# bcd_xs3_sequencer

==> bcd_xs3_sequencer/cell_classes.png <==
The bar under the picture is 20 um long. Fill, decap, tap and diode cells in grey.
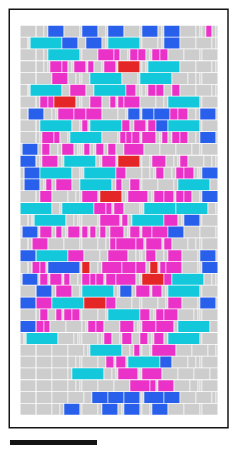

File: config.mk
export PLATFORM = sky130hd
export DESIGN_NAME = bcd_xs3_sequencer
export DESIGN_NICKNAME = d
export VERILOG_FILES = /design/src/rtl/bcd_pkg.sv /design/src/rtl/bcd_digit_xs3.sv /design/src/rtl/bcd_xs3_sequencer.sv
export SDC_FILE = /design/constraint.sdc
export NUM_CORES = 1
export LEC_CHECK = 0
export CAP_MARGIN = 20
export CORE_AREA = 2 2 48 94
export CTS_CLUSTER_DIAMETER = 30
export CTS_CLUSTER_SIZE = 20
export DETAILED_ROUTE_END_ITERATION = 16
export DIE_AREA = 0 0 50 96
export PLACE_DENSITY = 0.7
export SYNTH_ARGS = -nofsm -noshare
export SYNTH_HDL_FRONTEND = slang
export SYNTH_SLANG_ARGS = --single-unit
File: constraint.sdc
create_clock -name clk -period 2.1 [get_ports clk]
set_input_delay 0.42 -clock clk [delete_from_list [all_inputs] [get_ports clk]]
set_output_delay 0.42 -clock clk [all_outputs]
set_load 0.02 [all_outputs]
File: src/rtl/bcd_pkg.sv
`default_nettype none
// ============================================================================
// Module : bcd_pkg
// Brief  : Shared encodings and constants for the BCD to Excess-3 sequencer.
// Rev    : 1.0
// ============================================================================
package bcd_pkg;

    localparam int          C_DIG_W      = 4;
    localparam logic [3:0]  C_XS3_OFFSET = 4'd3;
    localparam logic [3:0]  C_BAD_DIGIT  = 4'hF;

    typedef enum logic [1:0] {
        IDLE = 2'd0,
        CONV = 2'd1,
        DONE = 2'd2
    } state_e;

endpackage
`default_nettype wire

File: src/rtl/bcd_digit_xs3.sv
`default_nettype none
// ============================================================================
// Module : bcd_digit_xs3
// Brief  : Combinational single-digit Excess-3 converter with invalid flag.
//          The flag is only live when BCD_XS3_CHECK_EN is defined.
// Rev    : 1.0
// ============================================================================
module bcd_digit_xs3
    import bcd_pkg::*;
(
    input  logic [C_DIG_W-1:0] i_digit,
    output logic [C_DIG_W-1:0] o_xs3,
    output logic               o_invalid
);

    // Wraps modulo 16 on purpose; digits never carry into each other.
    assign o_xs3 = i_digit + C_XS3_OFFSET;

`ifdef BCD_XS3_CHECK_EN
    assign o_invalid = (i_digit > 4'd9);
`else
    assign o_invalid = 1'b0;
`endif

endmodule
`default_nettype wire

File: src/rtl/bcd_xs3_sequencer.sv
`default_nettype none
// ============================================================================
// Module : bcd_xs3_sequencer
// Brief  : Converts a packed BCD word to Excess-3, one digit per cycle, through
//          one shared digit converter. Optional macro: BCD_XS3_CHECK_EN.
// Rev    : 1.0
// ============================================================================
module bcd_xs3_sequencer
    import bcd_pkg::*;
#(
    parameter int NDIG = 4
) (
    input  logic                    clk,
    input  logic                    rst,
    input  logic                    in_valid,
    output logic                    in_ready,
    input  logic [C_DIG_W*NDIG-1:0] in_data,
    output logic                    out_valid,
    input  logic                    out_ready,
    output logic [C_DIG_W*NDIG-1:0] out_data,
    output logic                    out_err,
    output logic                    busy
);

    localparam int                W          = C_DIG_W * NDIG;
    localparam int                IDX_W      = (NDIG > 1) ? $clog2(NDIG) : 1;
    localparam logic [IDX_W-1:0]  C_LAST_IDX = IDX_W'(NDIG - 1);
    localparam logic [IDX_W-1:0]  C_IDX_ONE  = IDX_W'(1);

    state_e             state_q, state_d;
    logic [W-1:0]       word_q, word_d;
    logic [W-1:0]       result_q, result_d;
    logic               err_q, err_d;
    logic [IDX_W-1:0]   idx_q, idx_d;

    logic [C_DIG_W-1:0] w_digit;
    logic [C_DIG_W-1:0] w_xs3;
    logic               w_invalid;
    logic [C_DIG_W-1:0] w_res_digit;

    // The latched word shifts right each CONV cycle, so digit idx sits at the bottom.
    assign w_digit = word_q[C_DIG_W-1:0];

    bcd_digit_xs3 u_digit (
        .i_digit   (w_digit),
        .o_xs3     (w_xs3),
        .o_invalid (w_invalid)
    );

    assign w_res_digit = w_invalid ? C_BAD_DIGIT : w_xs3;

    always_comb begin
        state_d  = state_q;
        word_d   = word_q;
        result_d = result_q;
        err_d    = err_q;
        idx_d    = idx_q;
        case (state_q)
            IDLE: begin
                if (in_valid) begin
                    word_d   = in_data;
                    result_d = '0;
                    err_d    = 1'b0;
                    idx_d    = '0;
                    state_d  = CONV;
                end
            end
            CONV: begin
                result_d[C_DIG_W*int'(idx_q) +: C_DIG_W] = w_res_digit;
                err_d  = err_q | w_invalid;
                word_d = word_q >> C_DIG_W;
                idx_d  = idx_q + C_IDX_ONE;
                if (idx_q == C_LAST_IDX) begin
                    idx_d   = '0;
                    state_d = DONE;
                end
            end
            DONE: begin
                if (out_ready) begin
                    state_d = IDLE;
                end
            end
            default: state_d = IDLE;
        endcase
    end

    always_ff @(posedge clk) begin
        if (rst) begin
            state_q  <= IDLE;
            word_q   <= '0;
            result_q <= '0;
            err_q    <= 1'b0;
            idx_q    <= '0;
        end else begin
            state_q  <= state_d;
            word_q   <= word_d;
            result_q <= result_d;
            err_q    <= err_d;
            idx_q    <= idx_d;
        end
    end

    assign in_ready  = (state_q == IDLE);
    assign out_valid = (state_q == DONE);
    assign busy      = (state_q == CONV) || (state_q == DONE);
    assign out_data  = result_q;
    assign out_err   = err_q;

endmodule
`default_nettype wire

# i2c_mem_arbiter_flat

==> src/rtl/i2c_mem_arbiter_if.sv <==
// Bus bundle between the I2C slave, the local fabric port, the memory macro and the arbiter.
// The arbiter connects through the slave modport; the surrounding environment uses master.
interface i2c_mem_arbiter_if #(
  parameter int MEM_AW = 4
);
  logic              i2c_rw;
  logic [7:0]        i2c_addr;
  logic              i2c_wen;
  logic [7:0]        i2c_wdata;
  logic              i2c_rdata_used;
  logic [7:0]        i2c_rdata;
  logic              loc_req;
  logic              loc_we;
  logic [MEM_AW-1:0] loc_addr;
  logic [7:0]        loc_wdata;
  logic              loc_gnt;
  logic              loc_rvalid;
  logic [7:0]        loc_rdata;
  logic              mem_en;
  logic              mem_we;
  logic [MEM_AW-1:0] mem_addr;
  logic [7:0]        mem_wdata;
  logic [7:0]        mem_rdata;
  logic              wr_ovf;

  modport slave (
    input  i2c_rw, i2c_addr, i2c_wen, i2c_wdata, i2c_rdata_used,
    input  loc_req, loc_we, loc_addr, loc_wdata, mem_rdata,
    output i2c_rdata, loc_gnt, loc_rvalid, loc_rdata,
    output mem_en, mem_we, mem_addr, mem_wdata, wr_ovf
  );

  modport master (
    output i2c_rw, i2c_addr, i2c_wen, i2c_wdata, i2c_rdata_used,
    output loc_req, loc_we, loc_addr, loc_wdata, mem_rdata,
    input  i2c_rdata, loc_gnt, loc_rvalid, loc_rdata,
    input  mem_en, mem_we, mem_addr, mem_wdata, wr_ovf
  );
endinterface

==> src/rtl/i2c_mem_arbiter.sv <==
// Single-port register memory scheduler: posted I2C writes, always-ready I2C read prefetch,
// local req/gnt port on leftover cycles. Define REGARB_RO_EN to block I2C writes at/above RO_BASE.
module i2c_mem_arbiter #(
  parameter int         MEM_AW  = 4,
  parameter logic [7:0] RO_BASE = 8'hC0
) (
  input  logic             clk,
  input  logic             rst_n,
  i2c_mem_arbiter_if.slave bus
);

  typedef enum logic [2:0] {
    IDLE, I2C_WR, PF_RD, PF_CAP, LOC_WR, LOC_RD, LOC_CAP
  } state_t;

  state_t            state, state_nx;
  logic              wr_pend, wr_ovf;
  logic [MEM_AW-1:0] wr_addr;
  logic [7:0]        wr_data;
  logic              pf_stale, pf_stale_nx;
  logic [7:0]        pf_addr, pf_addr_nx;
  logic [7:0]        i2c_rdata, loc_rdata_q;
  logic              addr_ok, ro_blk, wr_accept, rd_used, wr_hit, pf_take, pf_zero;
  logic              mem_en, mem_we, loc_gnt;
  logic [MEM_AW-1:0] mem_addr;
  logic [7:0]        mem_wdata;

  function automatic logic in_range(input logic [7:0] a);
    return (32'(a) >> MEM_AW) == 32'd0;
  endfunction

  assign addr_ok = in_range(bus.i2c_addr);

`ifdef REGARB_RO_EN
  assign ro_blk = (bus.i2c_addr >= RO_BASE);
`else
  // Read-only window disabled: every in-range I2C write is accepted.
  assign ro_blk = 1'b0 & (bus.i2c_addr >= RO_BASE);
`endif

  assign wr_accept = bus.i2c_wen && addr_ok && !ro_blk;
  assign rd_used   = bus.i2c_rdata_used && bus.i2c_rw;
  assign wr_hit    = mem_en && mem_we && (8'(mem_addr) == pf_addr);

  always_comb begin
    state_nx  = state;
    mem_en    = 1'b0;
    mem_we    = 1'b0;
    mem_addr  = '0;
    mem_wdata = '0;
    loc_gnt   = 1'b0;
    pf_zero   = 1'b0;
    case (state)
      IDLE: begin
        if (wr_pend || wr_accept) begin
          state_nx = I2C_WR;
        end else if (pf_stale) begin
          // Out-of-range prefetch resolves to zero here, without touching memory.
          if (addr_ok) state_nx = PF_RD;
          else         pf_zero  = 1'b1;
        end else if (bus.loc_req) begin
          state_nx = bus.loc_we ? LOC_WR : LOC_RD;
        end
      end
      I2C_WR: begin
        mem_en    = 1'b1;
        mem_we    = 1'b1;
        mem_addr  = wr_addr;
        mem_wdata = wr_data;
        state_nx  = IDLE;
      end
      PF_RD: begin
        if (addr_ok) begin
          mem_en   = 1'b1;
          mem_addr = bus.i2c_addr[MEM_AW-1:0];
          state_nx = PF_CAP;
        end else begin
          state_nx = IDLE;
        end
      end
      PF_CAP:  state_nx = IDLE;
      LOC_WR: begin
        mem_en    = 1'b1;
        mem_we    = 1'b1;
        mem_addr  = bus.loc_addr;
        mem_wdata = bus.loc_wdata;
        loc_gnt   = 1'b1;
        state_nx  = IDLE;
      end
      LOC_RD: begin
        mem_en   = 1'b1;
        mem_addr = bus.loc_addr;
        loc_gnt  = 1'b1;
        state_nx = LOC_CAP;
      end
      LOC_CAP: state_nx = IDLE;
      default: state_nx = IDLE;
    endcase
  end

  // Staleness sets win over the clear so a hit during PF_CAP re-runs the prefetch.
  always_comb begin
    pf_take     = ((state == PF_RD) && addr_ok) || pf_zero;
    pf_addr_nx  = pf_take ? bus.i2c_addr : pf_addr;
    pf_stale_nx = pf_take ? 1'b0 : pf_stale;
    if ((bus.i2c_addr != pf_addr_nx) || rd_used || wr_hit) pf_stale_nx = 1'b1;
  end

  always_ff @(posedge clk) begin
    if (!rst_n) begin
      state       <= IDLE;
      wr_pend     <= 1'b0;
      wr_ovf      <= 1'b0;
      pf_stale    <= 1'b1;
      pf_addr     <= 8'h00;
      i2c_rdata   <= 8'h00;
      loc_rdata_q <= 8'h00;
    end else begin
      state    <= state_nx;
      pf_stale <= pf_stale_nx;
      pf_addr  <= pf_addr_nx;
      if (wr_accept) begin
        wr_pend <= 1'b1;
        // A write landing in the same cycle the buffer retires is not an overflow.
        if (wr_pend && (state != I2C_WR)) wr_ovf <= 1'b1;
      end else if (state == I2C_WR) begin
        wr_pend <= 1'b0;
      end
      if (pf_zero)                i2c_rdata <= 8'h00;
      else if (state == PF_CAP)   i2c_rdata <= bus.mem_rdata;
      if (state == LOC_CAP)       loc_rdata_q <= bus.mem_rdata;
    end
  end

  always_ff @(posedge clk) begin
    if (wr_accept) begin
      wr_addr <= bus.i2c_addr[MEM_AW-1:0];
      wr_data <= bus.i2c_wdata;
    end
  end

  assign bus.i2c_rdata  = i2c_rdata;
  assign bus.loc_gnt    = loc_gnt;
  assign bus.loc_rvalid = (state == LOC_CAP);
  assign bus.loc_rdata  = (state == LOC_CAP) ? bus.mem_rdata : loc_rdata_q;
  assign bus.mem_en     = mem_en;
  assign bus.mem_we     = mem_we;
  assign bus.mem_addr   = mem_addr;
  assign bus.mem_wdata  = mem_wdata;
  assign bus.wr_ovf     = wr_ovf;

endmodule

==> src/flat_wrapper.sv <==
// flat-port wrapper written by rule: the top's interface ports become plain ports
module i2c_mem_arbiter_flat 
#(
  parameter int         MEM_AW  = 4,
  parameter logic [7:0] RO_BASE = 8'hC0
)
  (clk, rst_n, bus_i2c_rw, bus_i2c_addr, bus_i2c_wen, bus_i2c_wdata, bus_i2c_rdata_used, bus_loc_req, bus_loc_we, bus_loc_addr, bus_loc_wdata, bus_mem_rdata, bus_i2c_rdata, bus_loc_gnt, bus_loc_rvalid, bus_loc_rdata, bus_mem_en, bus_mem_we, bus_mem_addr, bus_mem_wdata, bus_wr_ovf);
  i2c_mem_arbiter_if #(.MEM_AW(MEM_AW)) bus_i ();
  input  logic clk;
  input  logic rst_n;
  input wire logic [$bits(bus_i.i2c_rw)-1:0] bus_i2c_rw;
  input wire logic [$bits(bus_i.i2c_addr)-1:0] bus_i2c_addr;
  input wire logic [$bits(bus_i.i2c_wen)-1:0] bus_i2c_wen;
  input wire logic [$bits(bus_i.i2c_wdata)-1:0] bus_i2c_wdata;
  input wire logic [$bits(bus_i.i2c_rdata_used)-1:0] bus_i2c_rdata_used;
  input wire logic [$bits(bus_i.loc_req)-1:0] bus_loc_req;
  input wire logic [$bits(bus_i.loc_we)-1:0] bus_loc_we;
  input wire logic [$bits(bus_i.loc_addr)-1:0] bus_loc_addr;
  input wire logic [$bits(bus_i.loc_wdata)-1:0] bus_loc_wdata;
  input wire logic [$bits(bus_i.mem_rdata)-1:0] bus_mem_rdata;
  output wire logic [$bits(bus_i.i2c_rdata)-1:0] bus_i2c_rdata;
  output wire logic [$bits(bus_i.loc_gnt)-1:0] bus_loc_gnt;
  output wire logic [$bits(bus_i.loc_rvalid)-1:0] bus_loc_rvalid;
  output wire logic [$bits(bus_i.loc_rdata)-1:0] bus_loc_rdata;
  output wire logic [$bits(bus_i.mem_en)-1:0] bus_mem_en;
  output wire logic [$bits(bus_i.mem_we)-1:0] bus_mem_we;
  output wire logic [$bits(bus_i.mem_addr)-1:0] bus_mem_addr;
  output wire logic [$bits(bus_i.mem_wdata)-1:0] bus_mem_wdata;
  output wire logic [$bits(bus_i.wr_ovf)-1:0] bus_wr_ovf;
  assign bus_i.i2c_rw = bus_i2c_rw;
  assign bus_i.i2c_addr = bus_i2c_addr;
  assign bus_i.i2c_wen = bus_i2c_wen;
  assign bus_i.i2c_wdata = bus_i2c_wdata;
  assign bus_i.i2c_rdata_used = bus_i2c_rdata_used;
  assign bus_i.loc_req = bus_loc_req;
  assign bus_i.loc_we = bus_loc_we;
  assign bus_i.loc_addr = bus_loc_addr;
  assign bus_i.loc_wdata = bus_loc_wdata;
  assign bus_i.mem_rdata = bus_mem_rdata;
  assign bus_i2c_rdata = bus_i.i2c_rdata;
  assign bus_loc_gnt = bus_i.loc_gnt;
  assign bus_loc_rvalid = bus_i.loc_rvalid;
  assign bus_loc_rdata = bus_i.loc_rdata;
  assign bus_mem_en = bus_i.mem_en;
  assign bus_mem_we = bus_i.mem_we;
  assign bus_mem_addr = bus_i.mem_addr;
  assign bus_mem_wdata = bus_i.mem_wdata;
  assign bus_wr_ovf = bus_i.wr_ovf;
  i2c_mem_arbiter #(.MEM_AW(MEM_AW), .RO_BASE(RO_BASE)) u_core (.clk(clk), .rst_n(rst_n), .bus(bus_i));
endmodule
==> config.mk <==
export PLATFORM = sky130hd
export DESIGN_NAME = i2c_mem_arbiter_flat
export DESIGN_NICKNAME = d
export VERILOG_FILES = /design/src/rtl/i2c_mem_arbiter_if.sv /design/src/rtl/i2c_mem_arbiter.sv /design/src/flat_wrapper.sv
export SDC_FILE = /design/constraint.sdc
export NUM_CORES = 1
export LEC_CHECK = 0
export ABC_AREA = 1
export CAP_MARGIN = 0
export CORE_MARGIN = 1
export CORE_UTILIZATION = 41
export DETAILED_ROUTE_END_ITERATION = 8
export GPL_TIMING_DRIVEN = 0
export PLACE_DENSITY = 0.83
export SYNTH_ARGS = -nofsm -noshare
export SYNTH_HDL_FRONTEND = slang
export SYNTH_SLANG_ARGS = --single-unit
==> constraint.sdc <==
create_clock -name clk -period 1.5 [get_ports clk]
set_input_delay 0.225 -clock clk [delete_from_list [all_inputs] [get_ports clk]]
set_output_delay 0.225 -clock clk [all_outputs]
set_load 0.05 [all_outputs]
# bram_arbiter

[config.mk]
export PLATFORM = sky130hd
export DESIGN_NAME = bram_arbiter
export DESIGN_NICKNAME = d
export VERILOG_FILES = /design/src/rtl/bram_arbiter.sv
export SDC_FILE = /design/constraint.sdc
export NUM_CORES = 1
export LEC_CHECK = 0
export CAP_MARGIN = 20
export CORE_AREA = 2 2 125 127
export DETAILED_ROUTE_END_ITERATION = 7
export DIE_AREA = 0 0 127 129
export GPL_TIMING_DRIVEN = 0
export PLACE_DENSITY = 0.63
export SYNTH_ARGS = -nofsm -noshare
export SYNTH_HDL_FRONTEND = slang
export SYNTH_SLANG_ARGS = --single-unit
[constraint.sdc]
create_clock -name sys_clk -period 3.2 [get_ports sys_clk]
set_input_delay 0.64 -clock sys_clk [delete_from_list [all_inputs] [get_ports sys_clk]]
set_output_delay 0.64 -clock sys_clk [all_outputs]
set_load 0.02 [all_outputs]
[src/rtl/bram_arbiter.sv]
// Two-master Wishbone arbiter sharing one BRAM slave: round-robin grant held per
// cyc burst, combinational forwarding once granted, and an ack watchdog.
module bram_arbiter #(
  parameter int adr_width = 32,
  parameter int timeout   = 16,
  parameter int cnt_width = 5
) (
  input  logic                 sys_clk,
  input  logic                 sys_rst,

  input  logic                 m0_cyc_i,
  input  logic                 m0_stb_i,
  input  logic                 m0_we_i,
  input  logic [adr_width-1:0] m0_adr_i,
  input  logic [31:0]          m0_dat_i,
  input  logic [3:0]           m0_sel_i,
  output logic [31:0]          m0_dat_o,
  output logic                 m0_ack_o,
  output logic                 m0_err_o,

  input  logic                 m1_cyc_i,
  input  logic                 m1_stb_i,
  input  logic                 m1_we_i,
  input  logic [adr_width-1:0] m1_adr_i,
  input  logic [31:0]          m1_dat_i,
  input  logic [3:0]           m1_sel_i,
  output logic [31:0]          m1_dat_o,
  output logic                 m1_ack_o,
  output logic                 m1_err_o,

  output logic                 s_cyc_o,
  output logic                 s_stb_o,
  output logic                 s_we_o,
  output logic [adr_width-1:0] s_adr_o,
  output logic [31:0]          s_dat_o,
  output logic [3:0]           s_sel_o,
  input  logic [31:0]          s_dat_i,
  input  logic                 s_ack_i,

  output logic [1:0]           grant_o
);

  typedef enum logic [1:0] {IDLE, GNT0, GNT1} state_t;

  localparam logic [cnt_width-1:0] cnt_last = cnt_width'(timeout > 0 ? timeout - 1 : 0);

  state_t               state, state_next;
  logic                 last, last_next;
  logic [cnt_width-1:0] cnt;
  logic                 errq;
  logic                 wd_active;
  logic                 wd_fire;

  // NOTE: state flops use non-blocking assignments so every register samples pre-edge values.
  always_ff @(posedge sys_clk or posedge sys_rst) begin
    if (sys_rst) begin
      state <= IDLE;
      last  <= 1'b1;
    end else begin
      state <= state_next;
      last  <= last_next;
    end
  end

  // NOTE: every always_comb output gets a default first so no path infers a latch.
  always_comb begin
    state_next = state;
    last_next  = last;
    case (state)
      IDLE: begin
        if (m0_cyc_i && (!m1_cyc_i || last)) begin
          state_next = GNT0;
          last_next  = 1'b0;
        end else if (m1_cyc_i) begin
          state_next = GNT1;
          last_next  = 1'b1;
        end
      end
      GNT0: begin
        if (!m0_cyc_i) begin
          if (m1_cyc_i) begin
            state_next = GNT1;
            last_next  = 1'b1;
          end else begin
            state_next = IDLE;
          end
        end
      end
      GNT1: begin
        if (!m1_cyc_i) begin
          if (m0_cyc_i) begin
            state_next = GNT0;
            last_next  = 1'b0;
          end else begin
            state_next = IDLE;
          end
        end
      end
      default: state_next = IDLE;
    endcase
  end

  // Slave side decodes purely from state, so reset silences it without a clock edge.
  always_comb begin
    s_cyc_o = 1'b0;
    s_stb_o = 1'b0;
    s_we_o  = 1'b0;
    s_sel_o = 4'b0000;
    s_adr_o = m0_adr_i;
    s_dat_o = m0_dat_i;
    case (state)
      GNT0: begin
        s_cyc_o = m0_cyc_i & ~errq;
        s_stb_o = m0_stb_i & ~errq;
        s_we_o  = m0_we_i;
        s_sel_o = m0_sel_i;
      end
      GNT1: begin
        s_cyc_o = m1_cyc_i & ~errq;
        s_stb_o = m1_stb_i & ~errq;
        s_we_o  = m1_we_i;
        s_sel_o = m1_sel_i;
        s_adr_o = m1_adr_i;
        s_dat_o = m1_dat_i;
      end
      default: ;
    endcase
  end

  assign m0_dat_o = s_dat_i;
  assign m1_dat_o = s_dat_i;
  assign m0_ack_o = s_ack_i & (state == GNT0);
  assign m1_ack_o = s_ack_i & (state == GNT1);
  assign m0_err_o = errq & (state == GNT0);
  assign m1_err_o = errq & (state == GNT1);
  assign grant_o  = {state == GNT1, state == GNT0};

  // Watchdog: an ack in the final counted cycle takes priority over the error.
  assign wd_active = s_cyc_o & s_stb_o;
  assign wd_fire   = (timeout != 0) && wd_active && !s_ack_i && (cnt == cnt_last);

  always_ff @(posedge sys_clk or posedge sys_rst) begin
    if (sys_rst) begin
      cnt  <= '0;
      errq <= 1'b0;
    end else begin
      errq <= wd_fire;
      if (!wd_active || s_ack_i || wd_fire) begin
        cnt <= '0;
      end else if (cnt != '1) begin
        cnt <= cnt + cnt_width'(1);
      end
    end
  end

endmodule

# tipi_nib_xfer

[src/rtl/tipi_nib_xfer.sv]
// Pi-side latch shuttle: NCH channel latches written directly by the TI side and
// moved to/from the Raspberry Pi as NIB_W-bit nibbles, MSB nibble first.
module tipi_nib_xfer #(
   parameter int DATA_W = 8,
   parameter int NIB_W  = 4,
   parameter int NCH    = 4,
   localparam int BEATS = DATA_W / NIB_W,
   localparam int CW    = (NCH > 1) ? $clog2(NCH) : 1
) (
   input  logic                  r_clk,
   input  logic                  r_reset,
   input  logic                  r_nibrst,
   input  logic                  start,
   input  logic                  dir,
   input  logic [CW-1:0]         ch_sel,
   input  logic [NIB_W-1:0]      nib_in,
   output logic [NIB_W-1:0]      nib_out,
   output logic                  nib_oe,
   output logic                  busy,
   output logic                  done,
   output logic                  err,
   input  logic [NCH-1:0]        ti_wr,
   input  logic [DATA_W-1:0]     ti_d,
   output logic [NCH*DATA_W-1:0] lat_q,
   output logic [NCH-1:0]        chg
);

   localparam int BW = (BEATS > 1) ? $clog2(BEATS) : 1;

   typedef enum logic {IDLE = 1'b0, SHIFT = 1'b1} state_t;

   state_t              state;
   logic [BW-1:0]       beat;
   logic [DATA_W-1:0]   shreg;
   logic                xdir;
   logic [CW-1:0]       xch;
   logic [DATA_W-1:0]   lat [NCH];

   logic                ti_any;
   logic [CW-1:0]       ti_ch;
   logic [DATA_W-1:0]   rd_snap;
   logic                ch_ok;
   logic                last_beat;
   logic                pi_wr_commit;
   logic                pi_rd_commit;
   logic                collide;
   logic [DATA_W-1:0]   shift_rd;
   logic [DATA_W-1:0]   shift_in;

   // Handshake: start (with dir/ch_sel) is taken only in IDLE; busy covers the
   // BEATS shift edges; done is a single-cycle pulse after the last beat, and a
   // new start is legal on that done cycle.

   // Lowest-index TI strobe wins when several are set.
   always_comb begin
      ti_any = 1'b0;
      ti_ch  = '0;
      for (int c = NCH - 1; c >= 0; c--) begin
         if (ti_wr[c]) begin
            ti_any = 1'b1;
            ti_ch  = CW'(c);
         end
      end
   end

   always_comb begin
      rd_snap = '0;
      for (int c = 0; c < NCH; c++) begin
         if (ch_sel == CW'(c)) rd_snap = lat[c];
      end
   end

   always_comb begin
      lat_q = '0;
      for (int c = 0; c < NCH; c++) begin
         lat_q[c*DATA_W +: DATA_W] = lat[c];
      end
   end

   assign ch_ok        = (32'(ch_sel) < 32'(NCH));
   assign last_beat    = (state == SHIFT) && (beat == BW'(BEATS - 1));
   assign pi_wr_commit = last_beat && xdir && !r_nibrst;
   assign pi_rd_commit = last_beat && !xdir && !r_nibrst;
   assign collide      = pi_wr_commit && ti_any && (ti_ch == xch);
   assign shift_rd     = shreg << NIB_W;
   assign shift_in     = (shreg << NIB_W) | DATA_W'(nib_in);
   assign busy         = (state == SHIFT);

   // A TI write always beats a Pi write completing on the same edge.
   always_ff @(posedge r_clk or negedge r_reset) begin
      if (!r_reset) begin
         for (int c = 0; c < NCH; c++) lat[c] <= '0;
         chg <= '0;
      end else begin
         for (int c = 0; c < NCH; c++) begin
            if (ti_any && (ti_ch == CW'(c))) begin
               lat[c] <= ti_d;
               chg[c] <= 1'b1;
            end else begin
               if (pi_wr_commit && (xch == CW'(c))) lat[c] <= shift_in;
               if (pi_rd_commit && (xch == CW'(c))) chg[c] <= 1'b0;
            end
         end
      end
   end

   always_ff @(posedge r_clk or negedge r_reset) begin
      if (!r_reset) begin
         state   <= IDLE;
         beat    <= '0;
         shreg   <= '0;
         xdir    <= 1'b0;
         xch     <= '0;
         done    <= 1'b0;
         err     <= 1'b0;
         nib_out <= '0;
         nib_oe  <= 1'b0;
      end else begin
         done    <= 1'b0;
         err     <= 1'b0;
         nib_out <= '0;
         nib_oe  <= 1'b0;
         if (r_nibrst) begin
            state <= IDLE;
            beat  <= '0;
         end else begin
            case (state)
               IDLE: begin
                  if (start) begin
                     if (ch_ok) begin
                        state <= SHIFT;
                        beat  <= '0;
                        xdir  <= dir;
                        xch   <= ch_sel;
                        shreg <= dir ? '0 : rd_snap;
                     end else begin
                        err <= 1'b1;
                     end
                  end
               end
               SHIFT: begin
                  if (start) err <= 1'b1;
                  if (xdir) begin
                     shreg <= shift_in;
                  end else begin
                     shreg   <= shift_rd;
                     nib_out <= shreg[DATA_W-1 -: NIB_W];
                     nib_oe  <= 1'b1;
                  end
                  if (last_beat) begin
                     state <= IDLE;
                     beat  <= '0;
                     done  <= 1'b1;
                     if (collide) err <= 1'b1;
                  end else begin
                     beat <= beat + 1'b1;
                  end
               end
               default: state <= IDLE;
            endcase
         end
      end
   end

endmodule

[config.mk]
export PLATFORM = sky130hd
export DESIGN_NAME = tipi_nib_xfer
export DESIGN_NICKNAME = d
export VERILOG_FILES = /design/src/rtl/tipi_nib_xfer.sv
export SDC_FILE = /design/constraint.sdc
export NUM_CORES = 1
export LEC_CHECK = 0
export CAP_MARGIN = 10
export CORE_UTILIZATION = 25
export CTS_CLUSTER_SIZE = 24
export DETAILED_ROUTE_END_ITERATION = 8
export GPL_ROUTABILITY_DRIVEN = 0
export MAX_ROUTING_LAYER = met4
export PLACE_DENSITY = 0.51
export SETUP_SLACK_MARGIN = 0.5
export SKIP_CTS_REPAIR_TIMING = 1
export SLEW_MARGIN = 20
export SYNTH_ARGS = -nofsm -noshare
export SYNTH_HDL_FRONTEND = slang
export SYNTH_SLANG_ARGS = --single-unit
[constraint.sdc]
create_clock -name r_clk -period 3 [get_ports r_clk]
set_clock_uncertainty 0.1 [all_clocks]
set_input_delay 0.3 -clock r_clk [delete_from_list [all_inputs] [get_ports r_clk]]
set_output_delay 0.3 -clock r_clk [all_outputs]
set_load 0.02 [all_outputs]
==> bcd_xs3_sequencer/final_clocks.png <==
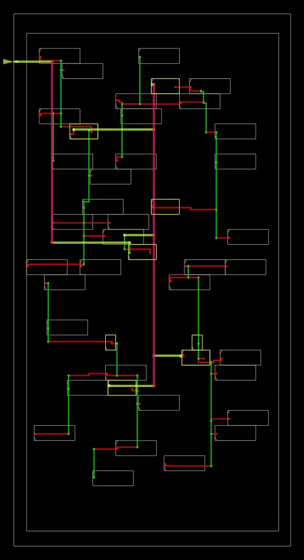
CTS Buf Count: 5
clock net sink count: 36
# clk buffers: 6
clock latency of the later-clocked register in the worst-skew pair: 290 ps

==> bcd_xs3_sequencer/met2.png <==
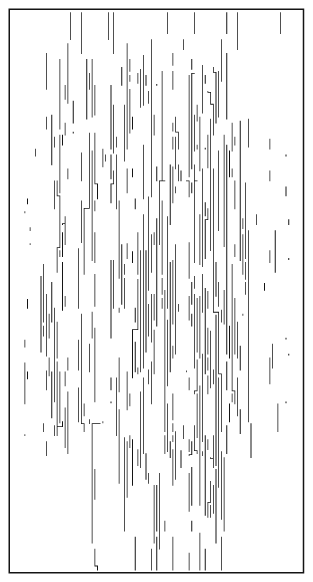
- longest straight run: 35.7 um
- share of all routed wire: 55%

## Picture notes: bcd_xs3_sequencer/cell_classes.png
- clock drivers and dummy loads: red (cells 8; share of their area 4.2%)
- other buffers and delay cells: blue (cells 44; share of their area 20%)
- flip-flops: cyan (cells 36; share of their area 33%)
- all other logic: magenta (cells 142; share of their area 43%)

==> run notes, bcd_xs3_sequencer <==
Synthesis and PnR results.

- Cells fill 55.5% of the core in the end.
- The hold path endpoint reads word_q[12].
- The startpoint of the most critical setup path reads state_q[1].
- The leakage power total is 0.837 nW.
- The signal on the critical path passes through inv_1 > ha_1 > clkdlybuf4s50_1.
- Hold analysis shows the worst path with a depth of 2.
- The minimum clock period is 2020 ps.
- The number of distinct library cells after synthesis reads 38.
- After detailed routing, the number of vias per cell comes to 5.41.
- Summed over all nets, the switching power comes to 0.435 mW.
- Global routing used 32.8% of the available met2 tracks.
- Looking at the gate-level netlist, the highest instance count belongs to sky130_fd_sc_hd__dfxtp_1.
- The area fraction in mux cells is 8.79%.
- The type of the worst setup path reads reg2out.
- The combined global-route utilization of all metal layers reads 18.1%.
- The delay of the slowest cell on the worst path is 590 ps.
- The total inserted antenna cells is 0.
- The placed wire-length estimate reads 2.90 mm.
- The number of buffers added on ports is 38.
- At the worst endpoint, the arrival time is 1600 ps.
- The layer with the highest usage after global routing reads met2.
- The design draws 1.56 mW.
- The number of sequential cells is 36.
- The floorplan net count is 220.
- Setup slack on the worst path after placement came out at 287 ps.
- The combinational power share is 19.4%.
- Per the detailed-route log, wirelength across all metal layers totals 3.89 mm.
- The internal power reads 1.12 mW.
- The number of nets with antenna violations after routing is 0.
- The largest fanout of any net on the critical path is 3.
- The most frequently placed logic cell in the final layout reads sky130_fd_sc_hd__clkdlybuf4s50_1.
- The run finished with clean final reports.
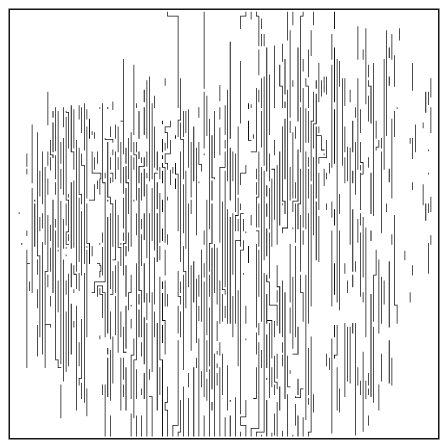
(i2c_mem_arbiter_flat/met2.png)
- longest straight run: 42.8 um
- wire length on this layer: 4390 um

==> i2c_mem_arbiter_flat/gate_families.png <==
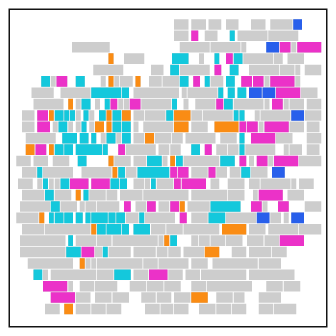
- AND and OR gates: blue (cells 8)
- inverting AOI/OAI gates: magenta (cells 46)
- NAND gates: cyan (cells 82)
- NOR gates: orange (cells 28)

==> run notes, i2c_mem_arbiter_flat <==
Synthesis and PnR results.

- The run finished, with violations left.
- The checks that failed: setup timing.
- After Yosys synthesis, and, or, nand and nor cells account for 27.3% of the synthesized area.
- The arrival time reported for the critical path endpoint reads 1640 ps.
- The reg-to-reg critical path endpoint is u_core.pf_stale.
- Clock skew on the completed layout was measured at 6.04 ps.
- The count of final setup violators is 31.
- In this run, the number of DRC markers left after iteration 0 of detailed routing was 187.
- The vias per cell is 5.59.
- The minimum setup slack in the final design reads -363 ps.
- The total count of hold-check failures in the final report reads 0.
- The fraction of registers with async set/reset is 0%.
- The type of element launching the critical path is a register.
- The area used by sequential logic in the layout reads 972 um2.
- The largest cell class by area is multi-input combinational cells.
- The number of well-tap cells placed reads 70.
- The number of hold buffers added after CTS is 0.
- The final weighted congestion recorded by global placement is 0.893.
- The worst-skew pair later-pin latency is 310 ps.
- The buffers plus inverters on the worst setup path is 4.
- Across all layers, the routed design uses 2594 vias.
- The leakage power total reads 1.73 nW.
- After layout, the worst path uses 124% of the clock period.
- The tightest slew margin relative to the limit is 56.4%.
- Sequential cells burn 29.0% of the power.
- In the layout the commonest cells are 38 x sky130_fd_sc_hd__clkdlybuf4s50_1, 36 x sky130_fd_sc_hd__inv_1, 29 x sky130_fd_sc_hd__buf_6.
- The clock tree cell share of total cell area is 2.75%.
- The TritonCTS clock tree reads built.
- For reference, the clock transition at the flip-flops on the worst setup and hold paths is 80 ps.
- In the post-synthesis netlist, the cell with the most instances is sky130_fd_sc_hd__inv_1.
- The utilization after layout is 76.4%.
- The global routing report lists combined usage of all routing layers as 27.5%.
- The combinational power share reads 52.6%.
- The heaviest power group reads combinational logic.
- Each instance of the synthesized netlist takes up on average 7.98 um2.
- Setup repair after global routing could not meet its margin everywhere.
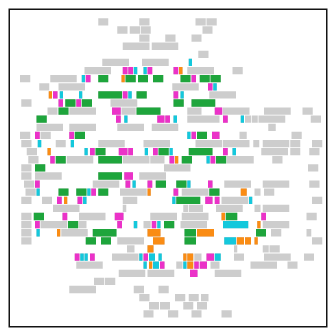
(tipi_nib_xfer/gate_families.png)
- multiplexers: green (cells 44)
- inverting AOI/OAI gates: magenta (cells 55)
- NAND gates: cyan (cells 41)
- NOR gates: orange (cells 22)

==> tipi_nib_xfer/final_clocks.png <==
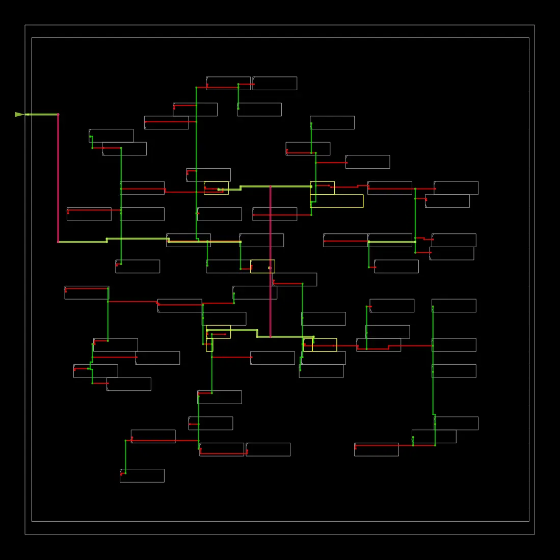
# clk buffers: 6
CTS Buf Count: 5

==> run notes, tipi_nib_xfer <==
Synthesis and PnR results.

- The synthesized-area fraction occupied by xor and xnor cells reads 0.324%.
- After synthesis, the largest area contributor takes up 51.8% of total cell area.
- The largest net degree at the start of global routing is 21.
- The non-clock inverters instantiated in the layout total 1.
- The repair_antennas step left the layout with diodes totalling 0.
- The highest clock frequency the design can meet reads 446 MHz.
- The synthesis-to-layout area growth is 34.3%.
- Per the final layout report, the fraction of cells sized above drive strength 1 comes to 10.0%.
- The net switching power figure is 0.613 mW.
- The worst slack at placement reads 670 ps.
- The minimum setup slack in the final design reads 758 ps.
- The finished layout holds 446 standard cells, fillers aside.
- The most used flip-flop cell is sky130_fd_sc_hd__dfrtp_1.
- The number of rows in the core area reads 37.
- The number of fill cells in the layout reads 1047.
- The met3 wirelength from detailed routing is 287 um.
- For reference, the most critical setup path is categorized as reg2reg.
- Total power normalized to cell area comes to 543 nW/um2.
- The sum of routed wire length over all layers reads 7.56 mm.
- For the worst reg-to-reg path, the startpoint reported by OpenROAD is busy.
- The most popular library cell in the synthesized design by count reads sky130_fd_sc_hd__dfrtp_1.
- The H-tree was split into 2 levels.
- The multi-input logic cell count is 172.
- The flow ran to the end, and the final reports show no timing, DRC or antenna violations.
- The count of final setup violators is 0.
- The cell count listed in synth_stat.txt reads 245.
- The buffers plus inverters on the worst setup path is 1.
- The via count of the first global-routing pass was 2175.
- The post-synthesis register bit count is 56.
- The worst IR drop on VDD is 0.298 mV.
- The chip occupies 11200 um2.
- Yosys printed 0 warnings.
- The netlist area before placement reads 2700 um2.
- The number of instances in the placed design is 437.
- Synthesis instantiated 31 different standard cells from the library.
- The highest metal layer with signal wires reads met4.
- The number of nets handed over by synthesis was 268.
- Summing the areas of all compound-gate instances in the mapped netlist gives 12.0% of the synthesized area.
- The vias per cell reads 4.67.
- The switching fraction of total power is 31.1%.
- The reg-to-reg critical path endpoint is lat_q[18].
- The final route contains 2084 vias.
- The final instance area reads 3630 um2.
- The global routing usage on met3 is 2.58%.
- The accumulated negative setup slack reads 0 ps.
==> bram_arbiter/cell_classes.png <==
The bar under the picture is 50 um long. Fill, decap, tap and diode cells in grey.
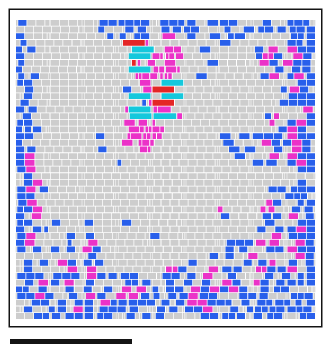
- clock drivers and dummy loads: red (cells 4; share of their area 1.6%)
- other buffers and delay cells: blue (cells 359; share of their area 70%)
- flip-flops: cyan (cells 9; share of their area 4.6%)
- all other logic: magenta (cells 129; share of their area 24%)

==> run notes, bram_arbiter <==
Synthesis and PnR results.

- The post-route total power reads 2.39 mW.
- The power report puts the leakage power at 2.23 nW.
- The area of the core reads 15000 um2.
- The ratio of cells with drive above 1 in the final layout reads 29.3%.
- The utilization after layout reads 34.6%.
- The plain and repair buffers instantiated in the layout total 359.
- The number of maximum-capacitance violations reads 0.
- Global routing finished with a remaining overflow of 0.
- The run finished with clean final reports.
- The number of instances in the synthesized netlist is 212.
- In the hold timing report, the worst path depth is 2.
- After detailed routing, the met2 layer carries 5.41 mm of wire.
- The worst-skew pair later-pin latency reads 240 ps.
- Post-CTS repair changed the size of 0 cells.
- The critical path maximum fanout is 10.
- The synthesis-to-layout area growth is 164%.
- The horizontal die dimension is 127 um.
- The flip-flop and latch share of the layout cell area reads 4.38%.
- The total routed wire length on the met1 layer is 4.27 mm.
- The met2 track utilization from global routing is 22.7%.
- The worst slack at placement reads 290 ps.
- The area used by sequential logic in the layout is 226 um2.
- Net switching is 42.3% of the power.
- The power consumed by combinational cells is 2.01 mW.
- The initial core utilization reads 13.1%.
- For the worst reg-to-reg path, the startpoint reported by OpenROAD is state[0].
- The largest net degree at the start of global routing reads 11.
- The adder-cell area share of the yosys netlist is 4.46%.
- The number of antenna violations at the first check in global routing came to 1.
- The tightest slew margin relative to the limit is 68.0%.

## Gallery

Cells by drive strength.
picture 1
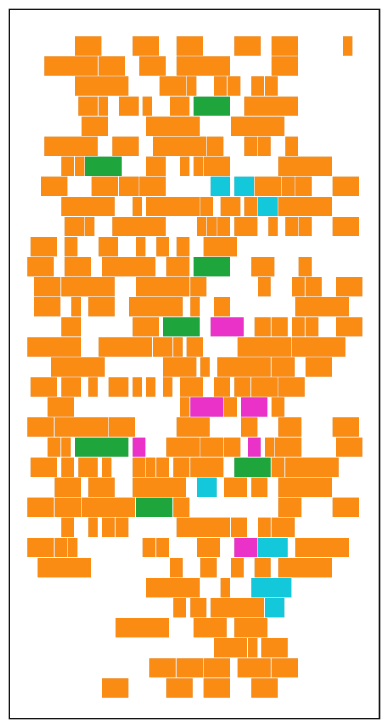
picture 2
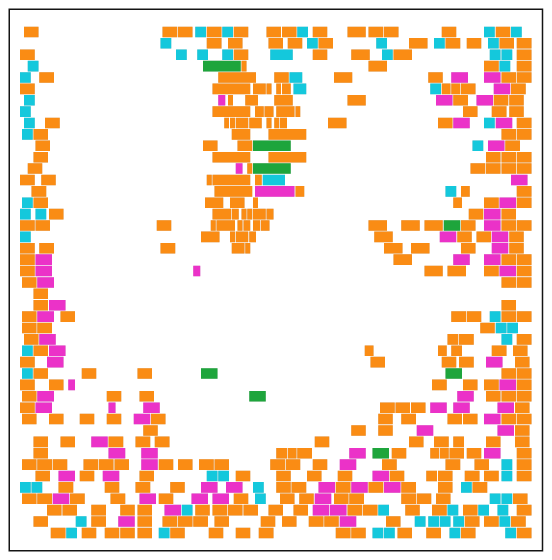
picture 3
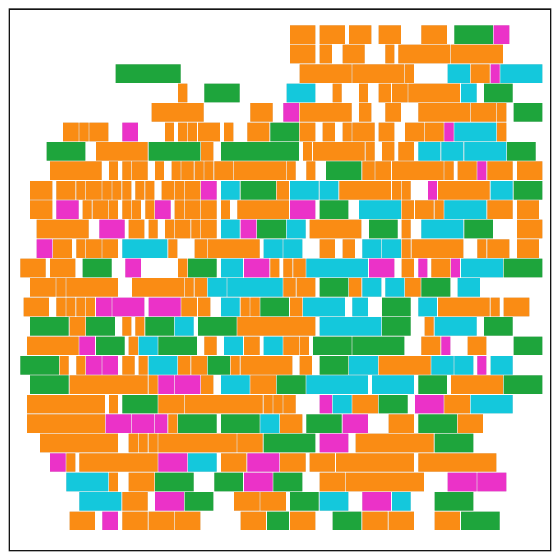
picture 4
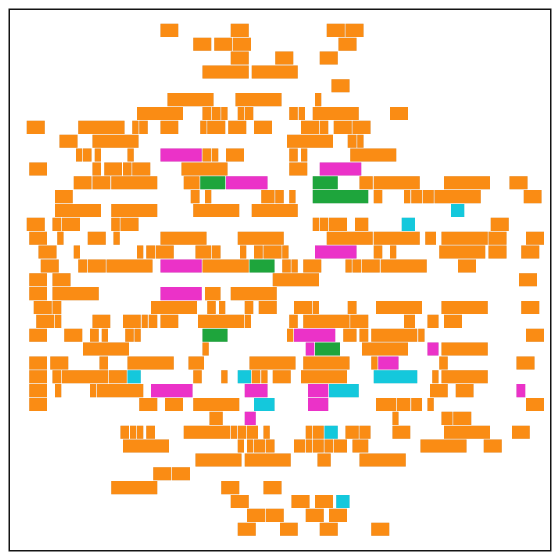
Of these, fewest cells: picture 1
Of these, most cells: picture 2
For tipi_nib_xfer, see picture 4.
For bcd_xs3_sequencer, see picture 1.
For bram_arbiter, see picture 2.
For i2c_mem_arbiter_flat, see picture 3.

Key to picture 3:
- drive 2: magenta (cells 45; most used nand2_2)
- drive 3 to 4: cyan (cells 56; most used buf_4)
- drive 6 and up: green (cells 59; most used buf_6)
- drive 1 or less: orange (cells 234; most used clkdlybuf4s50_1)


Power is estimated from default activity; no workload was simulated.
